=== design 1 ===
**config.mk**
```make
export PLATFORM = sky130hd
export DESIGN_NAME = sprite_blitter
export DESIGN_NICKNAME = d
export VERILOG_FILES = /design/src/rtl/rps_gfx_pkg.sv /design/src/rtl/sprite_scan_ctr.sv /design/src/rtl/sprite_blitter.sv
export SDC_FILE = /design/constraint.sdc
export NUM_CORES = 1
export LEC_CHECK = 0
export ABC_AREA = 1
export ABC_CLOCK_PERIOD_IN_PS = 2050
export CAP_MARGIN = 20
export CORE_MARGIN = 3
export CORE_UTILIZATION = 48
export DETAILED_ROUTE_END_ITERATION = 7
export GPL_TIMING_DRIVEN = 0
export PLACE_DENSITY = 0.74
export SYNTH_ARGS = -nofsm -noshare
export SYNTH_HDL_FRONTEND = slang
export SYNTH_SLANG_ARGS = --single-unit
```
**constraint.sdc**
```tcl
create_clock -name CLOCK_50 -period 2.05 [get_ports CLOCK_50]
set_input_delay 0.41 -clock CLOCK_50 [delete_from_list [all_inputs] [get_ports CLOCK_50]]
set_output_delay 0.41 -clock CLOCK_50 [all_outputs]
set_load 0.01 [all_outputs]
```
**src/rtl/rps_gfx_pkg.sv**
```systemverilog
// Shared constants, FSM state type and width helper for the RPS graphics path.
package rps_gfx_pkg;

  // Sprite bank indices
  localparam int unsigned SPR_ROCK    = 0;
  localparam int unsigned SPR_SCISSOR = 1;
  localparam int unsigned SPR_PAPER   = 2;

  // 3-bit RGB colours (one bit per channel)
  localparam logic [2:0] COL_BLACK = 3'b000;
  localparam logic [2:0] COL_GREEN = 3'b010;
  localparam logic [2:0] COL_WHITE = 3'b111;

  // Default framebuffer size
  localparam int unsigned SCREEN_W_DEF = 160;
  localparam int unsigned SCREEN_H_DEF = 120;

  typedef enum logic [1:0] {IDLE, SCAN, FLUSH, DONE} blit_state_e;

  // Index width for n items; never below one bit so degenerate sizes still elaborate.
  function automatic int unsigned bits_for(input int unsigned n);
    return (n > 1) ? $clog2(n) : 1;
  endfunction

endpackage

```
**src/rtl/sprite_scan_ctr.sv**
```systemverilog
// Row-major scan position for a sprite: column, row and the linear ROM address,
// with a flag marking the final pixel. The address is a plain incrementer.
module sprite_scan_ctr
  import rps_gfx_pkg::*;
#(
  parameter int unsigned IMG_W = 80,
  parameter int unsigned IMG_H = 120,
  localparam int unsigned COL_BITS  = bits_for(IMG_W),
  localparam int unsigned ROW_BITS  = bits_for(IMG_H),
  localparam int unsigned ADDR_BITS = bits_for(IMG_W * IMG_H)
) (
  input  logic                 CLOCK_50,
  input  logic                 reset_n,
  input  logic                 clear,
  input  logic                 advance,
  output logic [COL_BITS-1:0]  col,
  output logic [ROW_BITS-1:0]  row,
  output logic [ADDR_BITS-1:0] addr,
  output logic                 last
);

  logic col_end;
  logic row_end;

  // End-of-line / end-of-image detection
  always_comb begin
    col_end = (col == COL_BITS'(IMG_W - 1));
    row_end = (row == ROW_BITS'(IMG_H - 1));
    last    = col_end && row_end;
  end

  // Counters step once per pixel; everything wraps to zero after the last pixel
  always_ff @(posedge CLOCK_50 or negedge reset_n) begin
    if (!reset_n) begin
      col  <= '0;
      row  <= '0;
      addr <= '0;
    end else if (clear) begin
      col  <= '0;
      row  <= '0;
      addr <= '0;
    end else if (advance) begin
      if (col_end) begin
        col <= '0;
        row <= row_end ? '0 : row + 1'b1;
      end else begin
        col <= col + 1'b1;
      end
      addr <= last ? '0 : addr + 1'b1;
    end
  end

endmodule

```
**src/rtl/sprite_blitter.sv**
```systemverilog
// Copies one monochrome sprite from an external ROM bank into the vga_adapter
// framebuffer at a run-time origin, with per-draw colours, optional transparent
// background and edge clipping. start/busy/done handshake.
module sprite_blitter
  import rps_gfx_pkg::*;
#(
  parameter int unsigned IMG_W       = 80,
  parameter int unsigned IMG_H       = 120,
  parameter int unsigned NUM_SPRITES = 3,
  parameter int unsigned SCREEN_W    = SCREEN_W_DEF,
  parameter int unsigned SCREEN_H    = SCREEN_H_DEF,
  parameter int unsigned COLOUR_BITS = 3,
  parameter int unsigned ROM_LAT     = 1,
  localparam int unsigned X_BITS    = bits_for(SCREEN_W),
  localparam int unsigned Y_BITS    = bits_for(SCREEN_H),
  localparam int unsigned SEL_BITS  = bits_for(NUM_SPRITES),
  localparam int unsigned ADDR_BITS = bits_for(IMG_W * IMG_H),
  localparam int unsigned COL_BITS  = bits_for(IMG_W),
  localparam int unsigned ROW_BITS  = bits_for(IMG_H)
) (
  input  logic                   CLOCK_50,
  input  logic                   reset_n,
  input  logic                   start,
  input  logic [SEL_BITS-1:0]    sel,
  input  logic [X_BITS-1:0]      x0,
  input  logic [Y_BITS-1:0]      y0,
  input  logic [COLOUR_BITS-1:0] fg_colour,
  input  logic [COLOUR_BITS-1:0] bg_colour,
  input  logic                   transparent,
  output logic [ADDR_BITS-1:0]   rom_addr,
  input  logic [NUM_SPRITES-1:0] rom_q,
  output logic [X_BITS-1:0]      vga_x,
  output logic [Y_BITS-1:0]      vga_y,
  output logic [COLOUR_BITS-1:0] vga_colour,
  output logic                   plot,
  output logic                   busy,
  output logic                   done
);

  blit_state_e state_q, state_d;
  logic [1:0]  flush_q, flush_d;
  logic        load;
  logic        scanning;

  logic [SEL_BITS-1:0]    sel_q;
  logic [X_BITS-1:0]      x0_q;
  logic [Y_BITS-1:0]      y0_q;
  logic [COLOUR_BITS-1:0] fg_q;
  logic [COLOUR_BITS-1:0] bg_q;
  logic                   transp_q;

  logic [COL_BITS-1:0] col;
  logic [ROW_BITS-1:0] row;
  logic                last;

  logic [COL_BITS-1:0] col_pipe [ROM_LAT];
  logic [ROW_BITS-1:0] row_pipe [ROM_LAT];
  logic [ROM_LAT-1:0]  vld_pipe;

  logic                   pix_bit;
  logic [X_BITS:0]        x_full;
  logic [Y_BITS:0]        y_full;
  logic                   pix_plot;
  logic [COLOUR_BITS-1:0] pix_colour;

  sprite_scan_ctr #(
    .IMG_W (IMG_W),
    .IMG_H (IMG_H)
  ) u_scan_ctr (
    .CLOCK_50 (CLOCK_50),
    .reset_n  (reset_n),
    .clear    (load),
    .advance  (scanning),
    .col      (col),
    .row      (row),
    .addr     (rom_addr),
    .last     (last)
  );

  // Next-state logic and handshake outputs
  always_comb begin
    state_d  = state_q;
    flush_d  = flush_q;
    load     = 1'b0;
    scanning = 1'b0;
    busy     = 1'b1;
    done     = 1'b0;
    unique case (state_q)
      IDLE: begin
        busy = 1'b0;
        if (start) begin
          load    = 1'b1;
          state_d = SCAN;
        end
      end
      SCAN: begin
        scanning = 1'b1;
        if (last) begin
          flush_d = '0;
          state_d = FLUSH;
        end
      end
      // ROM_LAT+1 cycles: ROM read latency plus the output register
      FLUSH: begin
        flush_d = flush_q + 1'b1;
        if (flush_q == 2'(ROM_LAT)) begin
          state_d = DONE;
        end
      end
      DONE: begin
        done    = 1'b1;
        state_d = IDLE;
      end
      default: state_d = IDLE;
    endcase
  end

  // FSM state register
  always_ff @(posedge CLOCK_50 or negedge reset_n) begin
    if (!reset_n) begin
      state_q <= IDLE;
      flush_q <= '0;
    end else begin
      state_q <= state_d;
      flush_q <= flush_d;
    end
  end

  // Per-draw attributes captured at start; an out-of-range sprite index falls back to 0
  always_ff @(posedge CLOCK_50 or negedge reset_n) begin
    if (!reset_n) begin
      sel_q    <= '0;
      x0_q     <= '0;
      y0_q     <= '0;
      fg_q     <= '0;
      bg_q     <= '0;
      transp_q <= 1'b0;
    end else if (load) begin
      sel_q    <= (32'(sel) < NUM_SPRITES) ? sel : SEL_BITS'(SPR_ROCK);
      x0_q     <= x0;
      y0_q     <= y0;
      fg_q     <= fg_colour;
      bg_q     <= bg_colour;
      transp_q <= transparent;
    end
  end

  // Position and valid travel alongside the ROM so they line up with rom_q
  always_ff @(posedge CLOCK_50 or negedge reset_n) begin
    if (!reset_n) begin
      for (int i = 0; i < int'(ROM_LAT); i++) begin
        col_pipe[i] <= '0;
        row_pipe[i] <= '0;
      end
      vld_pipe <= '0;
    end else begin
      col_pipe[0] <= col;
      row_pipe[0] <= row;
      vld_pipe[0] <= scanning;
      for (int i = 1; i < int'(ROM_LAT); i++) begin
        col_pipe[i] <= col_pipe[i-1];
        row_pipe[i] <= row_pipe[i-1];
        vld_pipe[i] <= vld_pipe[i-1];
      end
    end
  end

  // Pixel mux: colour select, transparency and clipping (one extra bit so no wrap)
  always_comb begin
    pix_bit    = rom_q[sel_q];
    x_full     = (X_BITS+1)'(x0_q) + (X_BITS+1)'(col_pipe[ROM_LAT-1]);
    y_full     = (Y_BITS+1)'(y0_q) + (Y_BITS+1)'(row_pipe[ROM_LAT-1]);
    pix_colour = pix_bit ? bg_q : fg_q;
    pix_plot   = vld_pipe[ROM_LAT-1]
              && (x_full < (X_BITS+1)'(SCREEN_W))
              && (y_full < (Y_BITS+1)'(SCREEN_H))
              && !(pix_bit && transp_q);
  end

  // Output register; coordinates and colour hold while nothing is plotted
  always_ff @(posedge CLOCK_50 or negedge reset_n) begin
    if (!reset_n) begin
      plot       <= 1'b0;
      vga_x      <= '0;
      vga_y      <= '0;
      vga_colour <= '0;
    end else begin
      plot <= pix_plot;
      if (pix_plot) begin
        vga_x      <= x_full[X_BITS-1:0];
        vga_y      <= y_full[Y_BITS-1:0];
        vga_colour <= pix_colour;
      end
    end
  end

endmodule

```
=== design 2 ===
## src/rtl/crc_pkg.sv

```systemverilog
// Shared definitions for the streaming CRC engine.
// Default configuration is ISO14443-A CRC_A.
package crc_pkg;

  localparam logic [15:0] CRC_A_POLY    = 16'h1021;
  localparam logic [15:0] CRC_A_INIT    = 16'h6363;
  localparam bit          CRC_A_REFIN   = 1'b1;
  localparam bit          CRC_A_REFOUT  = 1'b1;
  localparam logic [15:0] CRC_A_XOROUT  = 16'h0000;
  localparam logic [15:0] CRC_A_RESIDUE = 16'h0000;

  typedef enum logic [1:0] {
    IDLE,
    RUN,
    HOLD
  } crc_state_e;

  // Reverse the low w bits of v; upper bits come back zero.
  function automatic logic [31:0] rev_bits(
    input logic [31:0] v,
    input int          w
  );
    logic [31:0] r;
    r = {<<{v}};
    return r >> (32 - w);
  endfunction

endpackage

```

## src/rtl/crc_stream_engine_step.sv

```systemverilog
// Combinational CRC update over one input beat.
// Bytes are taken [7:0] first; bit order within a byte follows REFIN.
module crc_step
  import crc_pkg::*;
#(
  parameter int               DATA_W = 8,
  parameter int               CRC_W  = 16,
  parameter logic [CRC_W-1:0] POLY   = CRC_W'(CRC_A_POLY),
  parameter bit               REFIN  = CRC_A_REFIN
) (
  input  logic [CRC_W-1:0]  i_crc,
  input  logic [DATA_W-1:0] i_data,
  output logic [CRC_W-1:0]  o_crc
);

  localparam logic [CRC_W-1:0] RPOLY =
    CRC_W'(rev_bits(32'(POLY), CRC_W));

  logic [CRC_W-1:0] w_acc;
  logic             w_fb;

  always_comb begin
    w_acc = i_crc;
    w_fb  = 1'b0;
    for (int b = 0; b < DATA_W / 8; b++) begin
      for (int i = 0; i < 8; i++) begin
        if (REFIN) begin
          w_fb  = w_acc[0] ^ i_data[8*b+i];
          w_acc = (w_acc >> 1) ^ (w_fb ? RPOLY : '0);
        end else begin
          w_fb  = w_acc[CRC_W-1] ^ i_data[8*b+7-i];
          w_acc = (w_acc << 1) ^ (w_fb ? POLY : '0);
        end
      end
    end
    o_crc = w_acc;
  end

endmodule

```

## src/rtl/crc_stream_engine.sv

```systemverilog
// Framed streaming CRC generator/checker with
// per-frame result, beat count and residue flag.
module crc_stream_engine
  import crc_pkg::*;
#(
  parameter int               DATA_W  = 8,
  parameter int               CRC_W   = 16,
  parameter logic [CRC_W-1:0] POLY    = CRC_W'(CRC_A_POLY),
  parameter logic [CRC_W-1:0] INIT    = CRC_W'(CRC_A_INIT),
  parameter bit               REFIN   = CRC_A_REFIN,
  parameter bit               REFOUT  = CRC_A_REFOUT,
  parameter logic [CRC_W-1:0] XOROUT  = CRC_W'(CRC_A_XOROUT),
  parameter logic [CRC_W-1:0] RESIDUE = CRC_W'(CRC_A_RESIDUE)
) (
  input  logic              clk,
  input  logic              reset,
  input  logic              s_valid,
  output logic              s_ready,
  input  logic [DATA_W-1:0] s_data,
  input  logic              s_first,
  input  logic              s_last,
  output logic              m_valid,
  input  logic              m_ready,
  output logic [CRC_W-1:0]  m_crc,
  output logic [15:0]       m_len,
  output logic              check_ok
);

  crc_state_e       r_state;
  crc_state_e       w_state_nxt;
  logic             r_rdy_en;
  logic [CRC_W-1:0] r_crc;
  logic [15:0]      r_cnt;
  logic             r_m_valid;
  logic [CRC_W-1:0] r_m_crc;
  logic [15:0]      r_m_len;
  logic             r_check;

  logic             w_accept;
  logic             w_restart;
  logic             w_pop;
  logic [CRC_W-1:0] w_base;
  logic [CRC_W-1:0] w_crc_nxt;
  logic [CRC_W-1:0] w_res;
  logic [15:0]      w_cnt_nxt;

  assign s_ready   = r_rdy_en & (r_state != HOLD);
  assign w_accept  = s_valid & s_ready;
  assign w_pop     = (r_state == HOLD) & r_m_valid & m_ready;
  assign w_restart = (r_state == IDLE) | s_first;
  assign w_base    = w_restart ? INIT : r_crc;

  assign w_cnt_nxt = w_restart ? 16'd1 :
                     (&r_cnt) ? r_cnt : r_cnt + 16'd1;

  crc_step #(
    .DATA_W (DATA_W),
    .CRC_W  (CRC_W),
    .POLY   (POLY),
    .REFIN  (REFIN)
  ) u_step (
    .i_crc  (w_base),
    .i_data (s_data),
    .o_crc  (w_crc_nxt)
  );

  // Register is already reflected when REFIN=1.
  assign w_res = ((REFOUT != REFIN) ?
    CRC_W'(rev_bits(32'(w_crc_nxt), CRC_W)) :
    w_crc_nxt) ^ XOROUT;

  always_comb begin
    w_state_nxt = r_state;
    unique case (r_state)
      IDLE, RUN: begin
        if (w_accept)
          w_state_nxt = s_last ? HOLD : RUN;
      end
      HOLD: begin
        if (w_pop)
          w_state_nxt = IDLE;
      end
      default: w_state_nxt = IDLE;
    endcase
  end

  always_ff @(posedge clk or posedge reset) begin
    if (reset) begin
      r_state  <= IDLE;
      r_rdy_en <= 1'b0;
    end else begin
      r_state  <= w_state_nxt;
      r_rdy_en <= 1'b1;
    end
  end

  always_ff @(posedge clk or posedge reset) begin
    if (reset) begin
      r_crc     <= INIT;
      r_cnt     <= '0;
      r_m_valid <= 1'b0;
      r_m_crc   <= '0;
      r_m_len   <= '0;
      r_check   <= 1'b0;
    end else if (w_accept) begin
      r_crc <= w_crc_nxt;
      r_cnt <= w_cnt_nxt;
      if (s_last) begin
        r_m_valid <= 1'b1;
        r_m_crc   <= w_res;
        r_m_len   <= w_cnt_nxt;
        r_check   <= (w_res == RESIDUE);
      end
    end else if (w_pop) begin
      r_m_valid <= 1'b0;
      r_crc     <= INIT;
      r_cnt     <= '0;
    end
  end

  assign m_valid  = r_m_valid;
  assign m_crc    = r_m_crc;
  assign m_len    = r_m_len;
  assign check_ok = r_check & r_m_valid;

endmodule

```

## config.mk

```make
export PLATFORM = sky130hd
export DESIGN_NAME = crc_stream_engine
export DESIGN_NICKNAME = d
export VERILOG_FILES = /design/src/rtl/crc_pkg.sv /design/src/rtl/crc_stream_engine_step.sv /design/src/rtl/crc_stream_engine.sv
export SDC_FILE = /design/constraint.sdc
export NUM_CORES = 1
export LEC_CHECK = 0
export CORE_MARGIN = 8
export CORE_UTILIZATION = 50
export CTS_BUF_LIST = sky130_fd_sc_hd__clkbuf_16
export CTS_CLUSTER_DIAMETER = 150
export DETAILED_ROUTE_END_ITERATION = 16
export GPL_ROUTABILITY_DRIVEN = 0
export PLACE_DENSITY = 0.73
export SETUP_SLACK_MARGIN = 0.2
export SYNTH_ARGS = -nofsm -noshare
export SYNTH_HDL_FRONTEND = slang
export SYNTH_SLANG_ARGS = --single-unit
export TNS_END_PERCENT = 100
```

## constraint.sdc

```tcl
create_clock -name clk -period 2.1 [get_ports clk]
set_clock_uncertainty 0.2 [all_clocks]
set_input_delay 0.21 -clock clk [delete_from_list [all_inputs] [get_ports clk]]
set_output_delay 0.21 -clock clk [all_outputs]
set_load 0.01 [all_outputs]
```

=== design 3 ===
`config.mk`:
```
export PLATFORM = sky130hd
export DESIGN_NAME = operand_mux
export DESIGN_NICKNAME = d
export VERILOG_FILES = /design/src/rtl/operand_mux.sv
export SDC_FILE = /design/constraint.sdc
export NUM_CORES = 1
export LEC_CHECK = 0
export ABC_AREA = 1
export ABC_CLOCK_PERIOD_IN_PS = 1840
export CAP_MARGIN = 20
export CORE_MARGIN = 10
export CORE_UTILIZATION = 40
export DETAILED_ROUTE_END_ITERATION = 8
export GPL_TIMING_DRIVEN = 0
export PLACE_DENSITY = 0.83
export SETUP_SLACK_MARGIN = 0.1
export SYNTH_ARGS = -nofsm -noshare
export SYNTH_HDL_FRONTEND = slang
export SYNTH_SLANG_ARGS = --single-unit
```
`constraint.sdc`:
```
create_clock -name clk -period 1.84 [get_ports clk]
set_input_delay 0.368 -clock clk [delete_from_list [all_inputs] [get_ports clk]]
set_output_delay 0.368 -clock clk [all_outputs]
set_load 0.01 [all_outputs]
```
`src/rtl/operand_mux.sv`:
```
// Registered ALU second-operand select: register-file value or extended immediate.
// Honours pipeline stall/flush; imm_ext is a combinational side output for branch/address units.
module operand_mux #(
    parameter int unsigned data_width = 32
) (
    input  logic                  clk,
    input  logic                  rst_n,
    input  logic [15:0]           in_immediate,
    input  logic [data_width-1:0] in_reg,
    input  logic                  select,
    input  logic [1:0]            ext_mode,
    input  logic                  in_valid,
    input  logic                  stall,
    input  logic                  flush,
    output logic [data_width-1:0] out,
    output logic                  out_valid,
    output logic [data_width-1:0] imm_ext
);

    typedef enum logic [1:0] {
        EXT_SIGN  = 2'b00,
        EXT_ZERO  = 2'b01,
        EXT_UPPER = 2'b10,
        EXT_RSVD  = 2'b11
    } ext_mode_t;

    ext_mode_t             mode;
    logic [data_width-1:0] sel_val;

    assign mode = ext_mode_t'(ext_mode);

    // Reserved encoding falls through to sign extension.
    always_comb begin
        imm_ext = data_width'(signed'(in_immediate));
        case (mode)
            EXT_ZERO:  imm_ext = data_width'(in_immediate);
            EXT_UPPER: imm_ext = data_width'(in_immediate) << (data_width - 16);
            default:   ;
        endcase
    end

    assign sel_val = select ? imm_ext : in_reg;

    always_ff @(posedge clk or negedge rst_n) begin
        if (!rst_n) begin
            out       <= '0;
            out_valid <= 1'b0;
        end else if (flush) begin
            out       <= '0;
            out_valid <= 1'b0;
        end else if (!stall) begin
            if (in_valid) begin
                out       <= sel_val;
                out_valid <= 1'b1;
            end else begin
                out_valid <= 1'b0;
            end
        end
    end

endmodule

```
=== design 4 ===
==> src/rtl/dest_reg_tracker_pkg.sv <==
// -----------------------------------------------------------------------------
// dest_reg_tracker_pkg
//   Shared pipeline definitions for the destination-register tracker and the
//   fetch-stage hazard detector that consumes its stall.
//
//   Contents:
//     REG_AW        register address width
//     NOP_OPCODE    opcode field of the injected NOP
//     NOP_FUNCT     function field of the injected NOP
//     SLOT_EXE/MEM/WB  slot indices of the in-flight pipeline
//     slot_t        one in-flight record {valid, rd, is_load}
//     SLOT_EMPTY    the all-zero (bubble) record
// -----------------------------------------------------------------------------
package dest_reg_tracker_pkg;

    localparam int unsigned REG_AW = 5;

    // Encoding of the bubble the hazard detector injects while stalled.
    localparam logic [5:0] NOP_OPCODE = 6'h00;
    localparam logic [5:0] NOP_FUNCT  = 6'h15;

    // Slot 0 is the youngest entry (EXE); higher indices are older.
    localparam int unsigned SLOT_EXE = 0;
    localparam int unsigned SLOT_MEM = 1;
    localparam int unsigned SLOT_WB  = 2;

    typedef struct packed {
        logic              valid;
        logic [REG_AW-1:0] rd;
        logic              is_load;
    } slot_t;

    localparam slot_t SLOT_EMPTY = '0;

endpackage : dest_reg_tracker_pkg

==> src/rtl/dest_reg_tracker_match.sv <==
// -----------------------------------------------------------------------------
// reg_match_cmp
//   Compares the two source registers of the instruction in decode against the
//   destination held in a single in-flight slot. Purely combinational; the
//   parent instantiates one per slot and OR-reduces the results.
//
//   Ports:
//     slot_valid  in   slot holds a live register writer
//     slot_rd     in   destination register recorded in the slot
//     rs1, rs2    in   source registers of the decoding instruction
//     rs1_used    in   rs1 is actually read
//     rs2_used    in   rs2 is actually read
//     hit         out  a used source reads the slot's destination
// -----------------------------------------------------------------------------
module reg_match_cmp #(
    parameter int unsigned REG_AW = dest_reg_tracker_pkg::REG_AW
) (
    input  logic              slot_valid,
    input  logic [REG_AW-1:0] slot_rd,
    input  logic [REG_AW-1:0] rs1,
    input  logic [REG_AW-1:0] rs2,
    input  logic              rs1_used,
    input  logic              rs2_used,
    output logic              hit
);

    logic rs1_hit;
    logic rs2_hit;

    always_comb begin
        rs1_hit = rs1_used && (rs1 == slot_rd);
        rs2_hit = rs2_used && (rs2 == slot_rd);
        // r0 is hard-wired to zero, so a write to it never creates a dependency.
        hit     = slot_valid && (slot_rd != '0) && (rs1_hit || rs2_hit);
    end

endmodule : reg_match_cmp

==> src/rtl/dest_reg_tracker.sv <==
// -----------------------------------------------------------------------------
// dest_reg_tracker
//   Writer-side companion to the fetch-stage hazard detector. Records the
//   destination of every instruction that issues from decode, carries it down
//   an in-flight shift pipeline (slot 0 = EXE, 1 = MEM, 2 = WB), and raises a
//   RAW stall when decode reads a register that is still in flight.
//
//   Parameters:
//     REG_AW      register address width (must match the package slot record)
//     DEPTH       number of in-flight slots tracked, 1..6
//     FORWARDING  0: any in-flight match stalls; 1: only a load in slot 0 stalls
//     CNT_W       width of the saturating stall-cycle counter
//
//   Ports:
//     clk            in   rising-edge clock
//     reset          in   synchronous active-high reset
//     issue_valid    in   decode presents an instruction
//     issue_wr       in   presented instruction writes a register
//     issue_is_load  in   presented instruction is a load
//     issue_rd       in   destination register of the presented instruction
//     rs1, rs2       in   source registers of the presented instruction
//     rs1_used       in   rs1 is actually read
//     rs2_used       in   rs2 is actually read
//     flush          in   kill the presented instruction
//     stall          out  RAW hazard: hold PC/decode, insert a bubble
//     wr_addr        out  per-slot destination, slot 0 in the low field,
//                         zero when the slot is invalid
//     wr_valid       out  per-slot valid bit
//     stall_cycles   out  saturating count of cycles with stall=1
// -----------------------------------------------------------------------------
module dest_reg_tracker #(
    parameter int unsigned REG_AW     = dest_reg_tracker_pkg::REG_AW,
    parameter int unsigned DEPTH      = 3,
    parameter int unsigned FORWARDING = 0,
    parameter int unsigned CNT_W      = 16
) (
    input  logic                    clk,
    input  logic                    reset,
    input  logic                    issue_valid,
    input  logic                    issue_wr,
    input  logic                    issue_is_load,
    input  logic [REG_AW-1:0]       issue_rd,
    input  logic [REG_AW-1:0]       rs1,
    input  logic [REG_AW-1:0]       rs2,
    input  logic                    rs1_used,
    input  logic                    rs2_used,
    input  logic                    flush,
    output logic                    stall,
    output logic [DEPTH*REG_AW-1:0] wr_addr,
    output logic [DEPTH-1:0]        wr_valid,
    output logic [CNT_W-1:0]        stall_cycles
);

    import dest_reg_tracker_pkg::*;

    // -------------------------------------------------------------------------
    // State
    // -------------------------------------------------------------------------
    slot_t            slot_q [DEPTH];
    slot_t            slot_d [DEPTH];
    logic [CNT_W-1:0] stall_cycles_q;
    logic [CNT_W-1:0] stall_cycles_d;

    logic [DEPTH-1:0] match;
    logic             presented;
    logic             accept;

    // -------------------------------------------------------------------------
    // Per-slot source comparison
    // -------------------------------------------------------------------------
    for (genvar i = 0; i < DEPTH; i++) begin : g_cmp
        reg_match_cmp #(
            .REG_AW (REG_AW)
        ) u_cmp (
            .slot_valid (slot_q[i].valid),
            .slot_rd    (slot_q[i].rd),
            .rs1        (rs1),
            .rs2        (rs2),
            .rs1_used   (rs1_used),
            .rs2_used   (rs2_used),
            .hit        (match[i])
        );
    end

    // -------------------------------------------------------------------------
    // Stall decision. A flushed instruction is dead, so it neither stalls nor
    // enters the pipeline. The WB slot still counts: the register file is not
    // write-through, so the value is only readable once the entry has retired.
    // -------------------------------------------------------------------------
    always_comb begin
        presented = issue_valid && !flush;
        if (FORWARDING != 0) begin
            // With full forwarding only a load-use in EXE cannot be bypassed.
            stall = presented && match[SLOT_EXE] && slot_q[SLOT_EXE].is_load;
        end else begin
            stall = presented && (|match);
        end
        accept = presented && !stall;
    end

    // -------------------------------------------------------------------------
    // Next-state: shift the in-flight pipeline and count stall cycles
    // -------------------------------------------------------------------------
    // NOTE: every always_comb output gets a default before any conditional
    // update, so no path leaves a signal unassigned and no latch is inferred.
    always_comb begin
        for (int i = 0; i < DEPTH; i++) begin
            slot_d[i] = SLOT_EMPTY;
        end

        // A stalled, flushed or non-writing instruction leaves a bubble in
        // slot 0; the older entries keep draining, so a stall always clears
        // within DEPTH cycles.
        if (accept && issue_wr && (issue_rd != '0)) begin
            slot_d[SLOT_EXE].valid   = 1'b1;
            slot_d[SLOT_EXE].rd      = issue_rd;
            slot_d[SLOT_EXE].is_load = issue_is_load;
        end

        for (int i = 1; i < DEPTH; i++) begin
            slot_d[i] = slot_q[i-1];
        end

        stall_cycles_d = stall_cycles_q;
        if (stall && (stall_cycles_q != '1)) begin
            stall_cycles_d = stall_cycles_q + CNT_W'(1);
        end
    end

    // NOTE: sequential state is updated with non-blocking assignments only, so
    // every flop samples the pre-edge value of every other flop.
    always_ff @(posedge clk) begin
        if (reset) begin
            // NOTE: the slot array is a handful of flops, not a RAM, and must
            // come out of reset empty or a stale entry would raise a stall.
            for (int i = 0; i < DEPTH; i++) begin
                slot_q[i] <= SLOT_EMPTY;
            end
            stall_cycles_q <= '0;
        end else begin
            for (int i = 0; i < DEPTH; i++) begin
                slot_q[i] <= slot_d[i];
            end
            stall_cycles_q <= stall_cycles_d;
        end
    end

    // -------------------------------------------------------------------------
    // Outputs
    // -------------------------------------------------------------------------
    always_comb begin
        wr_addr  = '0;
        wr_valid = '0;
        for (int i = 0; i < DEPTH; i++) begin
            wr_valid[i]                  = slot_q[i].valid;
            wr_addr[i*REG_AW +: REG_AW]  = slot_q[i].valid ? slot_q[i].rd : '0;
        end
        stall_cycles = stall_cycles_q;
    end

endmodule : dest_reg_tracker
==> config.mk <==
export PLATFORM = sky130hd
export DESIGN_NAME = dest_reg_tracker
export DESIGN_NICKNAME = d
export VERILOG_FILES = /design/src/rtl/dest_reg_tracker_pkg.sv /design/src/rtl/dest_reg_tracker_match.sv /design/src/rtl/dest_reg_tracker.sv
export SDC_FILE = /design/constraint.sdc
export NUM_CORES = 1
export LEC_CHECK = 0
export ABC_CLOCK_PERIOD_IN_PS = 3600
export CORE_MARGIN = 1.5
export CORE_UTILIZATION = 30
export DETAILED_ROUTE_END_ITERATION = 8
export PLACE_DENSITY_LB_ADDON = 0.05
export REMOVE_ABC_BUFFERS = 1
export SLEW_MARGIN = 20
export SYNTH_ARGS = -nofsm -noshare
export SYNTH_HDL_FRONTEND = slang
export SYNTH_HIERARCHICAL = 1
export SYNTH_SLANG_ARGS = --single-unit
==> constraint.sdc <==
create_clock -name clk -period 3.6 [get_ports clk]
set_clock_uncertainty 0.15 [all_clocks]
set_input_delay 0.72 -clock clk [delete_from_list [all_inputs] [get_ports clk]]
set_output_delay 0.72 -clock clk [all_outputs]
set_load 0.01 [all_outputs]
**Design 2: metal 3**

Bar = 20 um.
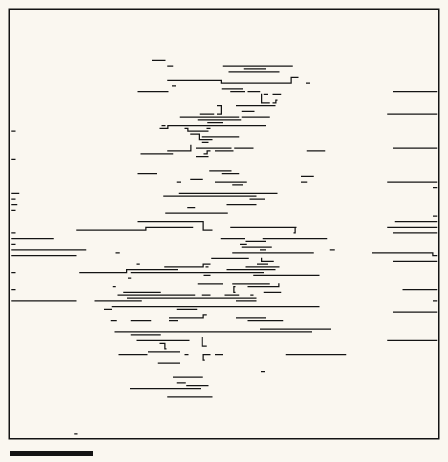
wire length on this layer = 1150 um
longest straight run = 49.7 um
nets with wire on the layer = 115

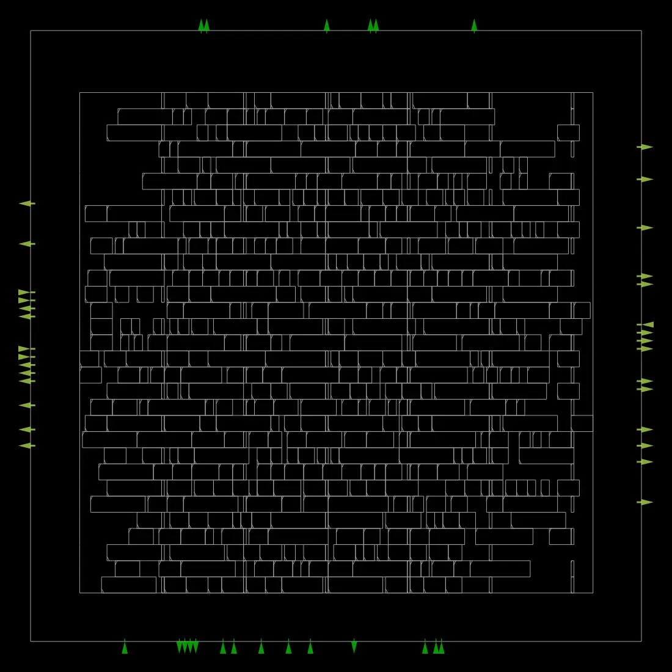
**Above:** design 2 (placement view).
placeable core region: 7290 um2
fill count: 456

==> impl_metrics.yaml, design 2 <==
# implementation run metrics
yosys:
  netlist-cell-type-count: 60
  adder_share: 0.00331
  synthesis.area_um2: 3780
  net_count_after_synthesis: 412
  synth_top_flop_cell: "sky130_fd_sc_hd__dfrtp_1"
  synthMostInstantiatedCell: "sky130_fd_sc_hd__dfrtp_1"
  synth_flops: 69
  post_synth_main_logic_family: "simple AND/OR/NAND/NOR gates"
  ys.warnings.count: 0
drt:
  drt-wirelength-per-cell_um: 20.6
  met3_wirelength_um: 1150
  detail_route.vias_per_cell: 6.03
  top_layer_used: "met4"
  routed_wl_um: 12600
  final_antenna_net_count: 0
  detail_route.wirelength.met1_um: 4990
  first_iter_violations: 273
  detail_route.drc_violations: 0
  detailed_route_wirelength_on_metal2_um: 6010
  vias: 3696
die:
  tapCellCount: 99
  fp.dieH_um: 103
  die_width_um: 103
  row_count: 31
  fp_util: 0.518
cts:
  number_of_instances_resized_during_post_cts_repair: 29
  cts.sinks: 69
  tritoncts_clock_tree: "done"
  clk_path_buf_depth: 2
  cts-htree-levels: 3
  post-cts-setup-buffer-count: 11
critical_path:
  rrSetupSlack_ns: 0.06
  timing.critical_path.fanout_max: 3
  timing.rr.start: "r_crc[6]"
  rr_endpoint: "r_check"
  crit_path_required_time_ns: 2.16
  critical_path.cell_chain: "xor2_4 -> buf_4 -> o21ai_2 -> o32ai_1 -> a211oi_2 -> nor3_2"
  timing.critical_path.from: "r_crc[6]"
cells_and_area:
  nets: 524
  diodes: 0
  layout-drive-gt1-share: 0.374
  layoutNonFillerInstCount: 613
  clock_area_frac: 0.0586
  final-comb-area_um2: 2330
  post-route-util: 0.776
  portion_of_the_layout_cell_area_used_by_non_clock_buffers: 0.194
  layout.cells.most_common: "sky130_fd_sc_hd__buf_4"
  sh_seq_area: 0.308
  inverters: 6
  area_delta_synth_final_pct: 49.8
pwr:
  clock_power_share: 0.268
  power.sequential.fraction: 0.328
  pwr.group.sequential_mw: 2.11
  net_switching_power_figure_mw: 2.22
final_timing:
  setup_ws_ns: 0.0594
  grt_setup_unrepaired: "yes"
  slew_violations: 0
  timing.final.hold_violations: 0
  period_minus_slack_ns: 2.04
place:
  numPortBuffers: 48
global_routing:
  initial_antenna_violation_count: 0
  grt.busiest_layer: "met2"
  grtUsageMet3: 0.0486
  grt_max_degree: 20
run:
  tool_warnings: 28
run_status:
  status: "complete, no violations"
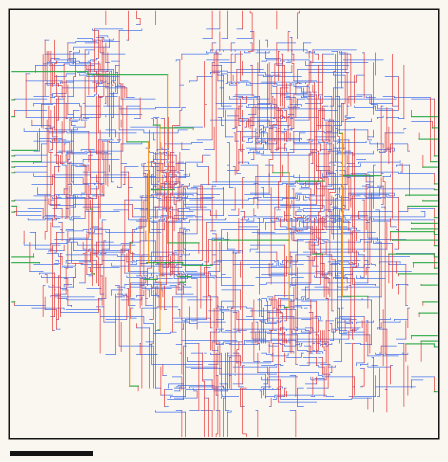
**Above:** design 1 (signal wires by layer).
Bar = 20 um.
metal 1 -> blue  # wire length 4670 um
metal 4 -> orange  # wire length 224 um
metal 2 -> red  # wire length 5320 um
metal 3 -> green  # wire length 309 um

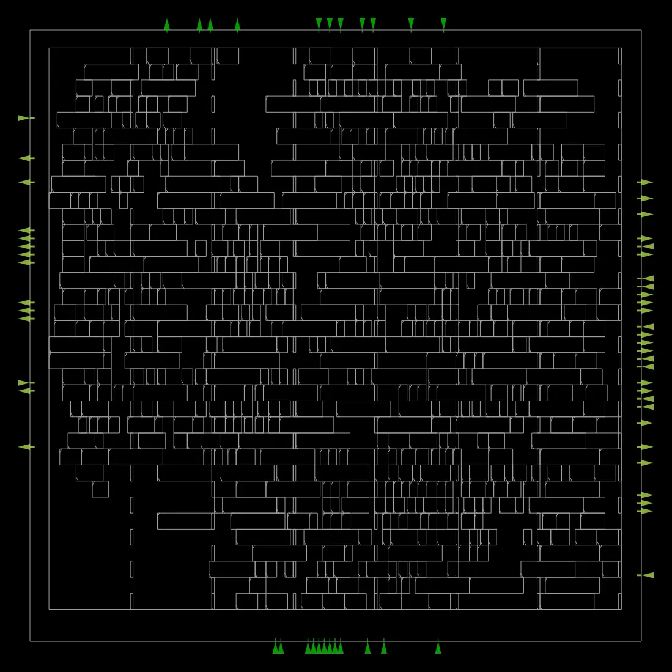
**Above:** design 1 (placement view).
fill count: 761
flip-flops: 90
std cell rows: 35

==> impl_metrics.yaml, design 1 <==
# implementation run metrics
run_status:
  status: "finished, violations left"
  violated_checks: "setup timing"
yosys:
  count_of_mapped_cells_out_of_synthesis: 539
  synth.top_cells.by_area: "sky130_fd_sc_hd__dfrtp_1 49%, sky130_fd_sc_hd__nand2_1 14%, sky130_fd_sc_hd__ha_1 6.3%"
  ys_cells: 539
critical_path:
  timing.critical_path.max_delay_family: "simple AND/OR/NAND/NOR gates"
  slowest_delay_ns: 0.36
  cp-end-kind: "flip-flop"
  start_kind: "flip-flop"
run:
  max_cap_violations: 0
pwr:
  power.share.combinational: 0.527
  power.sequential.fraction: 0.342
final_timing:
  timing.max_slew.rel_slack: 0.665
  timing.final.setup_violations: 18
  setup_ws_ns: -0.0486
cells_and_area:
  largest_register_ffs: 14
cts:
  cts.hold.buffers_added: 1
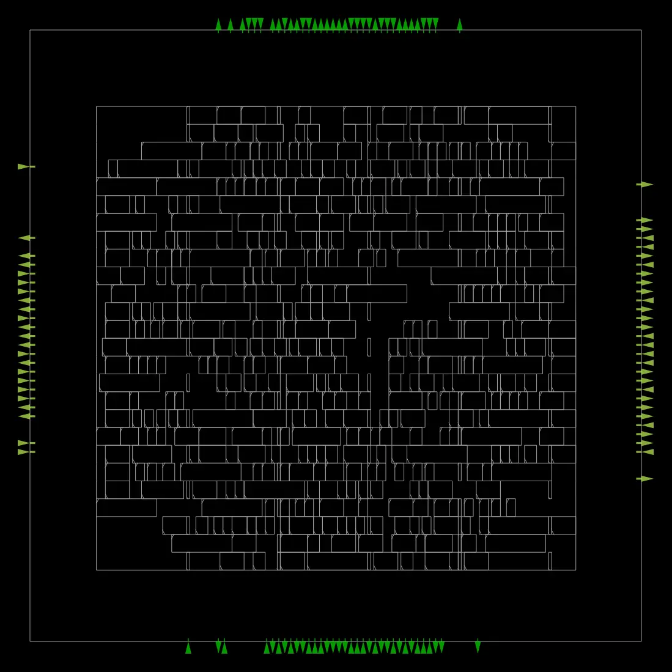
**Above:** design 3 (placement view).
utilization after layout: 0.684
flop share of the area: 0.233
fill count: 449
Tapcell Cnt: 70

==> impl_metrics.yaml, design 3 <==
# implementation run metrics
run_status:
  status: "complete, no violations"
global_routing:
  grt_max_degree: 34
  first_pass_grt_wire_length_um: 12600
  grtUsageMet3: 0.0560
  groute.layer.met1.usage: 0.203
  number_of_global_route_vias_before_repair: 2401
final_timing:
  timing.clock.skew_ns: 0
  timing.max_slew.rel_slack: 0.500
  clock.fmax_ghz: 0.583
  final.period_utilization: 0.932
  worst_slew_pin_slew_ns: 0.750
cells_and_area:
  largest_class: "non-clock buffers"
  largest_registers: "out: 32 flops, out_valid: 1 flops"
  final_layout_top_logic_cells: "140 x sky130_fd_sc_hd__nand2_1, 83 x sky130_fd_sc_hd__clkdlybuf4s50_1, 35 x sky130_fd_sc_hd__nor2_1"
  final-comb-area_um2: 1150
  diodes: 0
  buffers: 144
  layoutNonFillerInstCount: 525
  layout-drive-gt1-share: 0.248
  flip_flops: 33
cts:
  clk_pin_slew_ns: 0.07
  tritoncts_clock_tree: "done"
  cts.hold.buffers_added: 0
  cts-htree-levels: 2
  cts.sinks: 33
yosys:
  adder_share: 0.0117
  count_of_mapped_cells_out_of_synthesis: 323
  synth.cells.most_frequent: "147 x sky130_fd_sc_hd__nand2_1, 35 x sky130_fd_sc_hd__nor2_1, 33 x sky130_fd_sc_hd__dfrtp_1"
  yosysChipArea_um2: 2150
  avgSynthCellArea_um2: 6.65
  post_synth_main_logic_family: "simple AND/OR/NAND/NOR gates"
  synth_flops: 33
  synth.top_cells.by_area: "sky130_fd_sc_hd__dfrtp_1 38%, sky130_fd_sc_hd__nand2_1 26%, sky130_fd_sc_hd__nor2_2 8.4%"
  synthDominantCellAreaShare: 0.385
critical_path:
  timing.critical_path.from: "ext_mode[1]"
  rr_endpoint: "out[18]"
  cp-end-kind: "output pin"
  logic_depth_of_the_worst_path_buffers_included: 7
  critPathSlowestCell: "sky130_fd_sc_hd__ha_4"
  critical_path.n_buffers_inverters: 4
drt:
  final_antenna_net_count: 0
  drt_pre_antenna_iters: 4
  detail_route.drc_violations: 0
  drt-wirelength-per-cell_um: 15.7
  vias: 2465
  top_layer_used: "met4"
pwr:
  power.share.combinational: 0.360
  total_power_mw: 2.06
  comb_power_mw: 0.740
  power.sequential.fraction: 0.382
place:
  post-place-ws_ns: -0.804
  numPortBuffers: 119
  place_area_um2: 3420
die:
  fp_util: 0.415
  fp.dieArea_um2: 8700
hold_path:
  timing.hold.worst.class: "input pin to asynchronous set/reset pin"
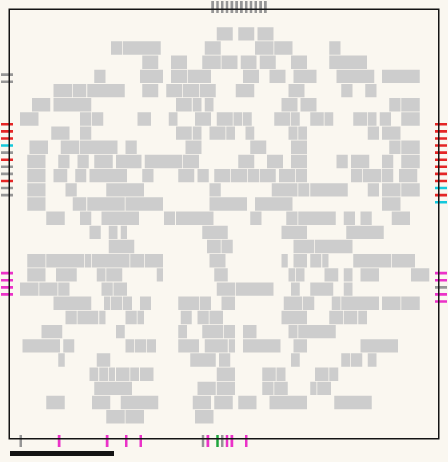
**Above:** design 4 (pin map).
Bar = 20 um. Pins as bars across the die edge, other pins in grey.
`wr_valid` -> cyan  # pins 3, direction output, edge 2 right, 1 left
`wr_addr` -> red  # pins 15, direction output, edge 10 right, 5 left
`flush` -> green  # pins 1, direction input, edge bottom
`stall_cycles` -> magenta  # pins 16, direction output, edge 8 bottom, 4 right, 4 left

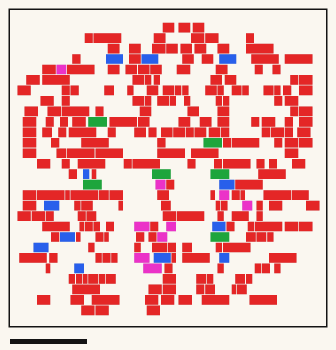
**Above:** design 4 (drive-strength map).
Bar = 20 um.
_2 cells -> blue  # cells 12, most used mux2_2
_0 and _1 cells -> red  # cells 243, most used clkdlybuf4s50_1
_6 and larger -> green  # cells 6, most used clkbuf_8
_3 and _4 cells -> magenta  # cells 9, most used buf_4
area delta synth->final: 39.5%
Finished Cell Area: 2620 um2
non-clock buffer count in the final layout: 62
Setup WS post-layout: 0.435 ns

==> impl_metrics.yaml, design 4 <==
# implementation run metrics
run_status:
  status: "complete, no violations"
critical_path:
  timing.critical_path.fanout_max: 3
  critical_path.n_buffers_inverters: 3
  start_kind: "input pin"
  cp-end-kind: "output pin"
  worst-r2r-cell-count: 9
  timing.critical_path.from: "rs1[1]"
  critical_path.cell_chain: "dlygate4sd2_1 -> xor2_1 -> nor4_2 -> nand3_1 -> a21oi_1 -> nor3_1 -> nand2b_1 -> inv_1 -> dlymetal6s2s_1"
  logic_depth_of_the_worst_path_buffers_included: 9
final_timing:
  fin_hold_ws_ns: 0.367
  period_minus_slack_ns: 3.17
  timing.max_slew.rel_slack: 0.755
  setup-tns-final_ns: 0
  timing.final.setup_violations: 0
  grt_setup_unrepaired: "no"
yosys:
  count_of_mapped_cells_out_of_synthesis: 208
  number_of_flops_mapped_to_enable_cells_by_yosys: 0
  synthMostInstantiatedCell: "sky130_fd_sc_hd__dfxtp_1"
  ys_sh_mux: 0.0240
  synth.top_cells.by_area: "sky130_fd_sc_hd__dfxtp_1 36%, sky130_fd_sc_hd__xor2_1 11%, sky130_fd_sc_hd__and2_1 6.7%"
  synthDominantCellAreaShare: 0.363
  ys.warnings.count: 6
  synth_top_flop_cell: "sky130_fd_sc_hd__dfxtp_1"
  ys_cells: 208
drt:
  drt-wirelength-per-cell_um: 14.6
  first_iter_violations: 81
  met3_wirelength_um: 321
  detail_route.drc_violations: 0
  detail_route.wirelength.met1_um: 2640
hold_path:
  timing.hold.worst.class: "flip-flop to flip-flop"
cells_and_area:
  largest_class: "multi-input combinational cells"
  nets: 293
  final-comb-area_um2: 1140
  flip_flops: 34
  largest-register: "slot_q"
  sh_seq_area: 0.260
  diodes: 0
  layout.area.seq_um2: 681
die:
  row_count: 28
  die_width_um: 82.1
  fp.dieH_um: 82.1
  fp.dieArea_um2: 6740
global_routing:
  initial_antenna_violation_count: 0
  grt_overflow_total: 0
  grt_max_degree: 31
place:
  detailed_placer_s_ending_hpwl_um: 3700
  place_congestion: 0.797
cts:
  number_of_instances_resized_during_post_cts_repair: 8
  clock_tree.root_cell: "sky130_fd_sc_hd__clkbuf_8"
  cts.sinks: 34
  clk_pin_slew_ns: 0.07
pwr:
  power.share.combinational: 0.085
  cellPowerDensity_nw_per_um2: 279
  power.sequential.fraction: 0.523
  largestPowerGroup: "sequential cells"
  ir_worst_vdd_v: 0.000179
  power.static_leakage_nw: 1.00
  total_power_mw: 0.732

=== design 5 ===
**Design 5: metal 3**

Bar = 20 um.
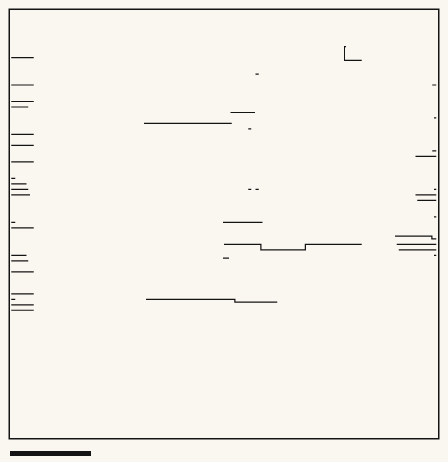
**Design 5: pin map**

Bar = 20 um. Pins as bars across the die edge, other pins in grey.
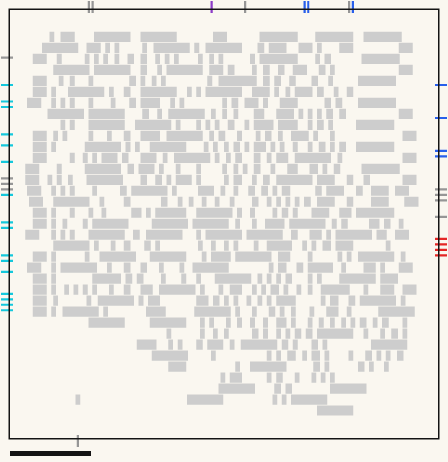
[config.mk]
export PLATFORM = sky130hd
export DESIGN_NAME = controlador_display_multi
export DESIGN_NICKNAME = d
export VERILOG_FILES = /design/src/rtl/controlador_display_multi.sv
export SDC_FILE = /design/constraint.sdc
export NUM_CORES = 1
export LEC_CHECK = 0
export ABC_AREA = 1
export CAP_MARGIN = 20
export CELL_PAD_IN_SITES_DETAIL_PLACEMENT = 1
export CELL_PAD_IN_SITES_GLOBAL_PLACEMENT = 1
export CORE_MARGIN = 3
export CORE_UTILIZATION = 38
export CTS_CLUSTER_SIZE = 16
export DETAILED_ROUTE_END_ITERATION = 10
export GPL_TIMING_DRIVEN = 0
export PLACE_DENSITY = 0.84
export RECOVER_POWER = 25
export SYNTH_ARGS = -nofsm -noshare
export SYNTH_HDL_FRONTEND = slang
export SYNTH_SLANG_ARGS = --single-unit
[constraint.sdc]
create_clock -name i_Clk -period 4.1 [get_ports i_Clk]
set_input_delay 0.41 -clock i_Clk [delete_from_list [all_inputs] [get_ports i_Clk]]
set_output_delay 0.41 -clock i_Clk [all_outputs]
set_load 0.01 [all_outputs]
[src/rtl/controlador_display_multi.sv]
// Multiplexed 7-segment display controller: digit scan, PWM brightness per slot,
// leading-zero blanking and frame-synchronous double-buffered data loading.
module controlador_display_multi #(
    parameter int N_DIGITS       = 4,
    parameter int REFRESH_DIV    = 50000,
    parameter bit SEG_ACTIVE_LOW = 1'b1,
    parameter bit AN_ACTIVE_LOW  = 1'b1
) (
    input  logic                  i_Clk,
    input  logic                  i_Rst_n,
    input  logic [4*N_DIGITS-1:0] i_Datos,
    input  logic [N_DIGITS-1:0]   i_Punto,
    input  logic                  i_Cargar,
    input  logic                  i_Blank_Ceros,
    input  logic [3:0]            i_Brillo,
    output logic [N_DIGITS-1:0]   o_Anodo,
    output logic [6:0]            o_Segmentos,
    output logic                  o_Punto,
    output logic                  o_Ocupado
);

    localparam int PW = (REFRESH_DIV > 1) ? $clog2(REFRESH_DIV) : 1;
    localparam int IW = $clog2(N_DIGITS);
    localparam logic [PW-1:0]       PRESC_MAX = PW'(REFRESH_DIV - 1);
    localparam logic [IW-1:0]       IDX_MAX   = IW'(N_DIGITS - 1);
    localparam logic [6:0]          SEG_OFF   = SEG_ACTIVE_LOW ? 7'h7F : 7'h00;
    localparam logic [N_DIGITS-1:0] AN_OFF    = AN_ACTIVE_LOW ? {N_DIGITS{1'b1}} : {N_DIGITS{1'b0}};
    localparam logic [N_DIGITS-1:0] AN_ONE    = {{(N_DIGITS-1){1'b0}}, 1'b1};

    logic [PW-1:0]         r_Presc;
    logic [3:0]            r_Sub;
    logic [IW-1:0]         r_Idx;
    logic [4*N_DIGITS-1:0] r_Disp;
    logic [4*N_DIGITS-1:0] r_Pend;
    logic [N_DIGITS-1:0]   r_DpDisp;
    logic [N_DIGITS-1:0]   r_DpPend;
    logic                  r_Ocupado;
    logic [N_DIGITS-1:0]   r_Anodo;
    logic [6:0]            r_Seg;
    logic                  r_Punto;

    logic                  w_Tick;
    logic                  w_Frame;
    logic                  w_Swap;
    logic [3:0]            w_Nibble;
    logic [N_DIGITS-1:0]   w_Lead;
    logic                  w_Blank;
    logic [6:0]            w_SegRaw;
    logic [N_DIGITS-1:0]   w_AnRaw;

    function automatic logic [6:0] f_Hex7(input logic [3:0] v);
        case (v)
            4'h0: f_Hex7 = 7'b0111111;
            4'h1: f_Hex7 = 7'b0000110;
            4'h2: f_Hex7 = 7'b1011011;
            4'h3: f_Hex7 = 7'b1001111;
            4'h4: f_Hex7 = 7'b1100110;
            4'h5: f_Hex7 = 7'b1101101;
            4'h6: f_Hex7 = 7'b1111101;
            4'h7: f_Hex7 = 7'b0000111;
            4'h8: f_Hex7 = 7'b1111111;
            4'h9: f_Hex7 = 7'b1101111;
            4'hA: f_Hex7 = 7'b1110111;
            4'hB: f_Hex7 = 7'b1111100;
            4'hC: f_Hex7 = 7'b0111001;
            4'hD: f_Hex7 = 7'b1011110;
            4'hE: f_Hex7 = 7'b1111001;
            default: f_Hex7 = 7'b1110001;
        endcase
    endfunction

    assign w_Tick  = (r_Presc == PRESC_MAX);
    assign w_Frame = w_Tick && (r_Sub == 4'hF) && (r_Idx == IDX_MAX);
    assign w_Swap  = w_Frame && r_Ocupado;

    // A digit is a leading zero when it and every digit above it hold 0.
    for (genvar g = 0; g < N_DIGITS; g++) begin : g_lead
        assign w_Lead[g] = (r_Disp[4*N_DIGITS-1:4*g] == '0);
    end

    assign w_Nibble = r_Disp[{r_Idx, 2'b00} +: 4];
    assign w_Blank  = i_Blank_Ceros && (r_Idx != '0) && w_Lead[r_Idx];
    assign w_SegRaw = w_Blank ? 7'h00 : f_Hex7(w_Nibble);
    assign w_AnRaw  = (r_Sub < i_Brillo) ? (AN_ONE << r_Idx) : '0;

    always_ff @(posedge i_Clk or negedge i_Rst_n) begin
        if (!i_Rst_n) begin
            r_Presc   <= '0;
            r_Sub     <= '0;
            r_Idx     <= '0;
            r_Disp    <= '0;
            r_Pend    <= '0;
            r_DpDisp  <= '0;
            r_DpPend  <= '0;
            r_Ocupado <= 1'b0;
            r_Anodo   <= AN_OFF;
            r_Seg     <= SEG_OFF;
            r_Punto   <= SEG_ACTIVE_LOW;
        end else begin
            r_Presc <= w_Tick ? '0 : r_Presc + 1'b1;
            if (w_Tick) begin
                r_Sub <= r_Sub + 4'd1;
                if (r_Sub == 4'hF)
                    r_Idx <= (r_Idx == IDX_MAX) ? '0 : r_Idx + 1'b1;
            end

            // Transfer uses the pre-edge pending value, so a coincident load is kept for the next frame.
            if (w_Swap) begin
                r_Disp   <= r_Pend;
                r_DpDisp <= r_DpPend;
            end
            if (i_Cargar) begin
                r_Pend    <= i_Datos;
                r_DpPend  <= i_Punto;
                r_Ocupado <= 1'b1;
            end else if (w_Swap) begin
                r_Ocupado <= 1'b0;
            end

            r_Anodo <= AN_ACTIVE_LOW ? ~w_AnRaw : w_AnRaw;
            r_Seg   <= SEG_ACTIVE_LOW ? ~w_SegRaw : w_SegRaw;
            r_Punto <= SEG_ACTIVE_LOW ? ~r_DpDisp[r_Idx] : r_DpDisp[r_Idx];
        end
    end

    assign o_Anodo     = r_Anodo;
    assign o_Segmentos = r_Seg;
    assign o_Punto     = r_Punto;
    assign o_Ocupado   = r_Ocupado;

endmodule
==> impl_metrics.yaml <==
# implementation run metrics
global_routing:
  number_of_global_route_vias_before_repair: 3382
final_timing:
  slew_violations: 35
run:
  max_cap_violations: 1
run_status:
  status: "finished, violations left"
  violated_checks: "capacitance limit, slew limit"
cells_and_area:
  layout.cells.most_common: "sky130_fd_sc_hd__nand2_1"
  largest_class: "registers"
place:
  place_congestion: 0.826
  place_area_um2: 4380
  post-place-ws_ns: 2.13
hold_path:
  hold_start: "r_Presc[0]"
cts:
  worst_skew_pair.late_latency_ns: 0.35
pwr:
  largestPowerGroup: "sequential cells"
  clock_power_share: 0.387
critical_path:
  timing.critical_path.max_delay_family: "buffers and inverters"
  start_kind: "flip-flop"
drt:
  detailed_route_wirelength_on_metal2_um: 4270
  met3_wirelength_um: 244
yosys:
  synth.top_cells.by_area: "sky130_fd_sc_hd__dfrtp_1 42%, sky130_fd_sc_hd__nand2_1 18%, sky130_fd_sc_hd__dfstp_2 8.3%"
About 'metal 3' of design 5:
share of all routed wire = 2.8%
nets with wire on the layer = 36
main direction = horizontal
wire length on this layer = 244 um

About 'pin map' of design 5:
`i_Datos` -> cyan  # pins 16, direction input, edge left
`i_Blank_Ceros` -> purple  # pins 1, direction input, edge top
`i_Brillo` -> red  # pins 4, direction input, edge right
`o_Segmentos` -> blue  # pins 7, direction output, edge 4 right, 3 top
all pins by edge = 20 left, 12 right, 8 top, 1 bottom
Port Buffer Count: 40
die y size: 106 um
Die Wd: 106 um



==> layout pictures side by side <==
Drive-strength map.
Bar = 20 um.
image #1
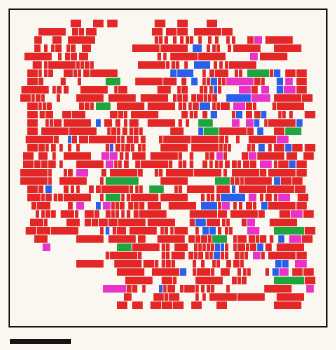
image #2
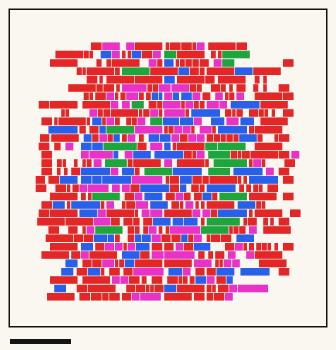
image #3
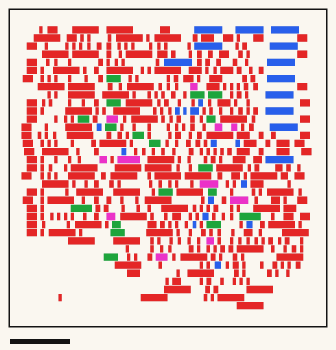
image #4
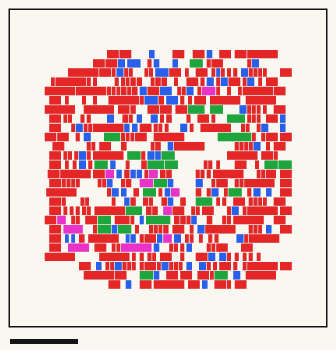
Image #1 is design 1.
Image #2 is design 2.
Image #3 is design 5.
Image #4 is design 3.

Key to image #2:
_3 and _4 cells -> magenta  # cells 96, most used buf_4
_2 cells -> blue  # cells 76
_0 and _1 cells -> red  # cells 322, most used dfrtp_1
_6 and larger -> green  # cells 20, most used clkbuf_16

Power figures rest on the tool's default switching activity, not on a simulated workload.
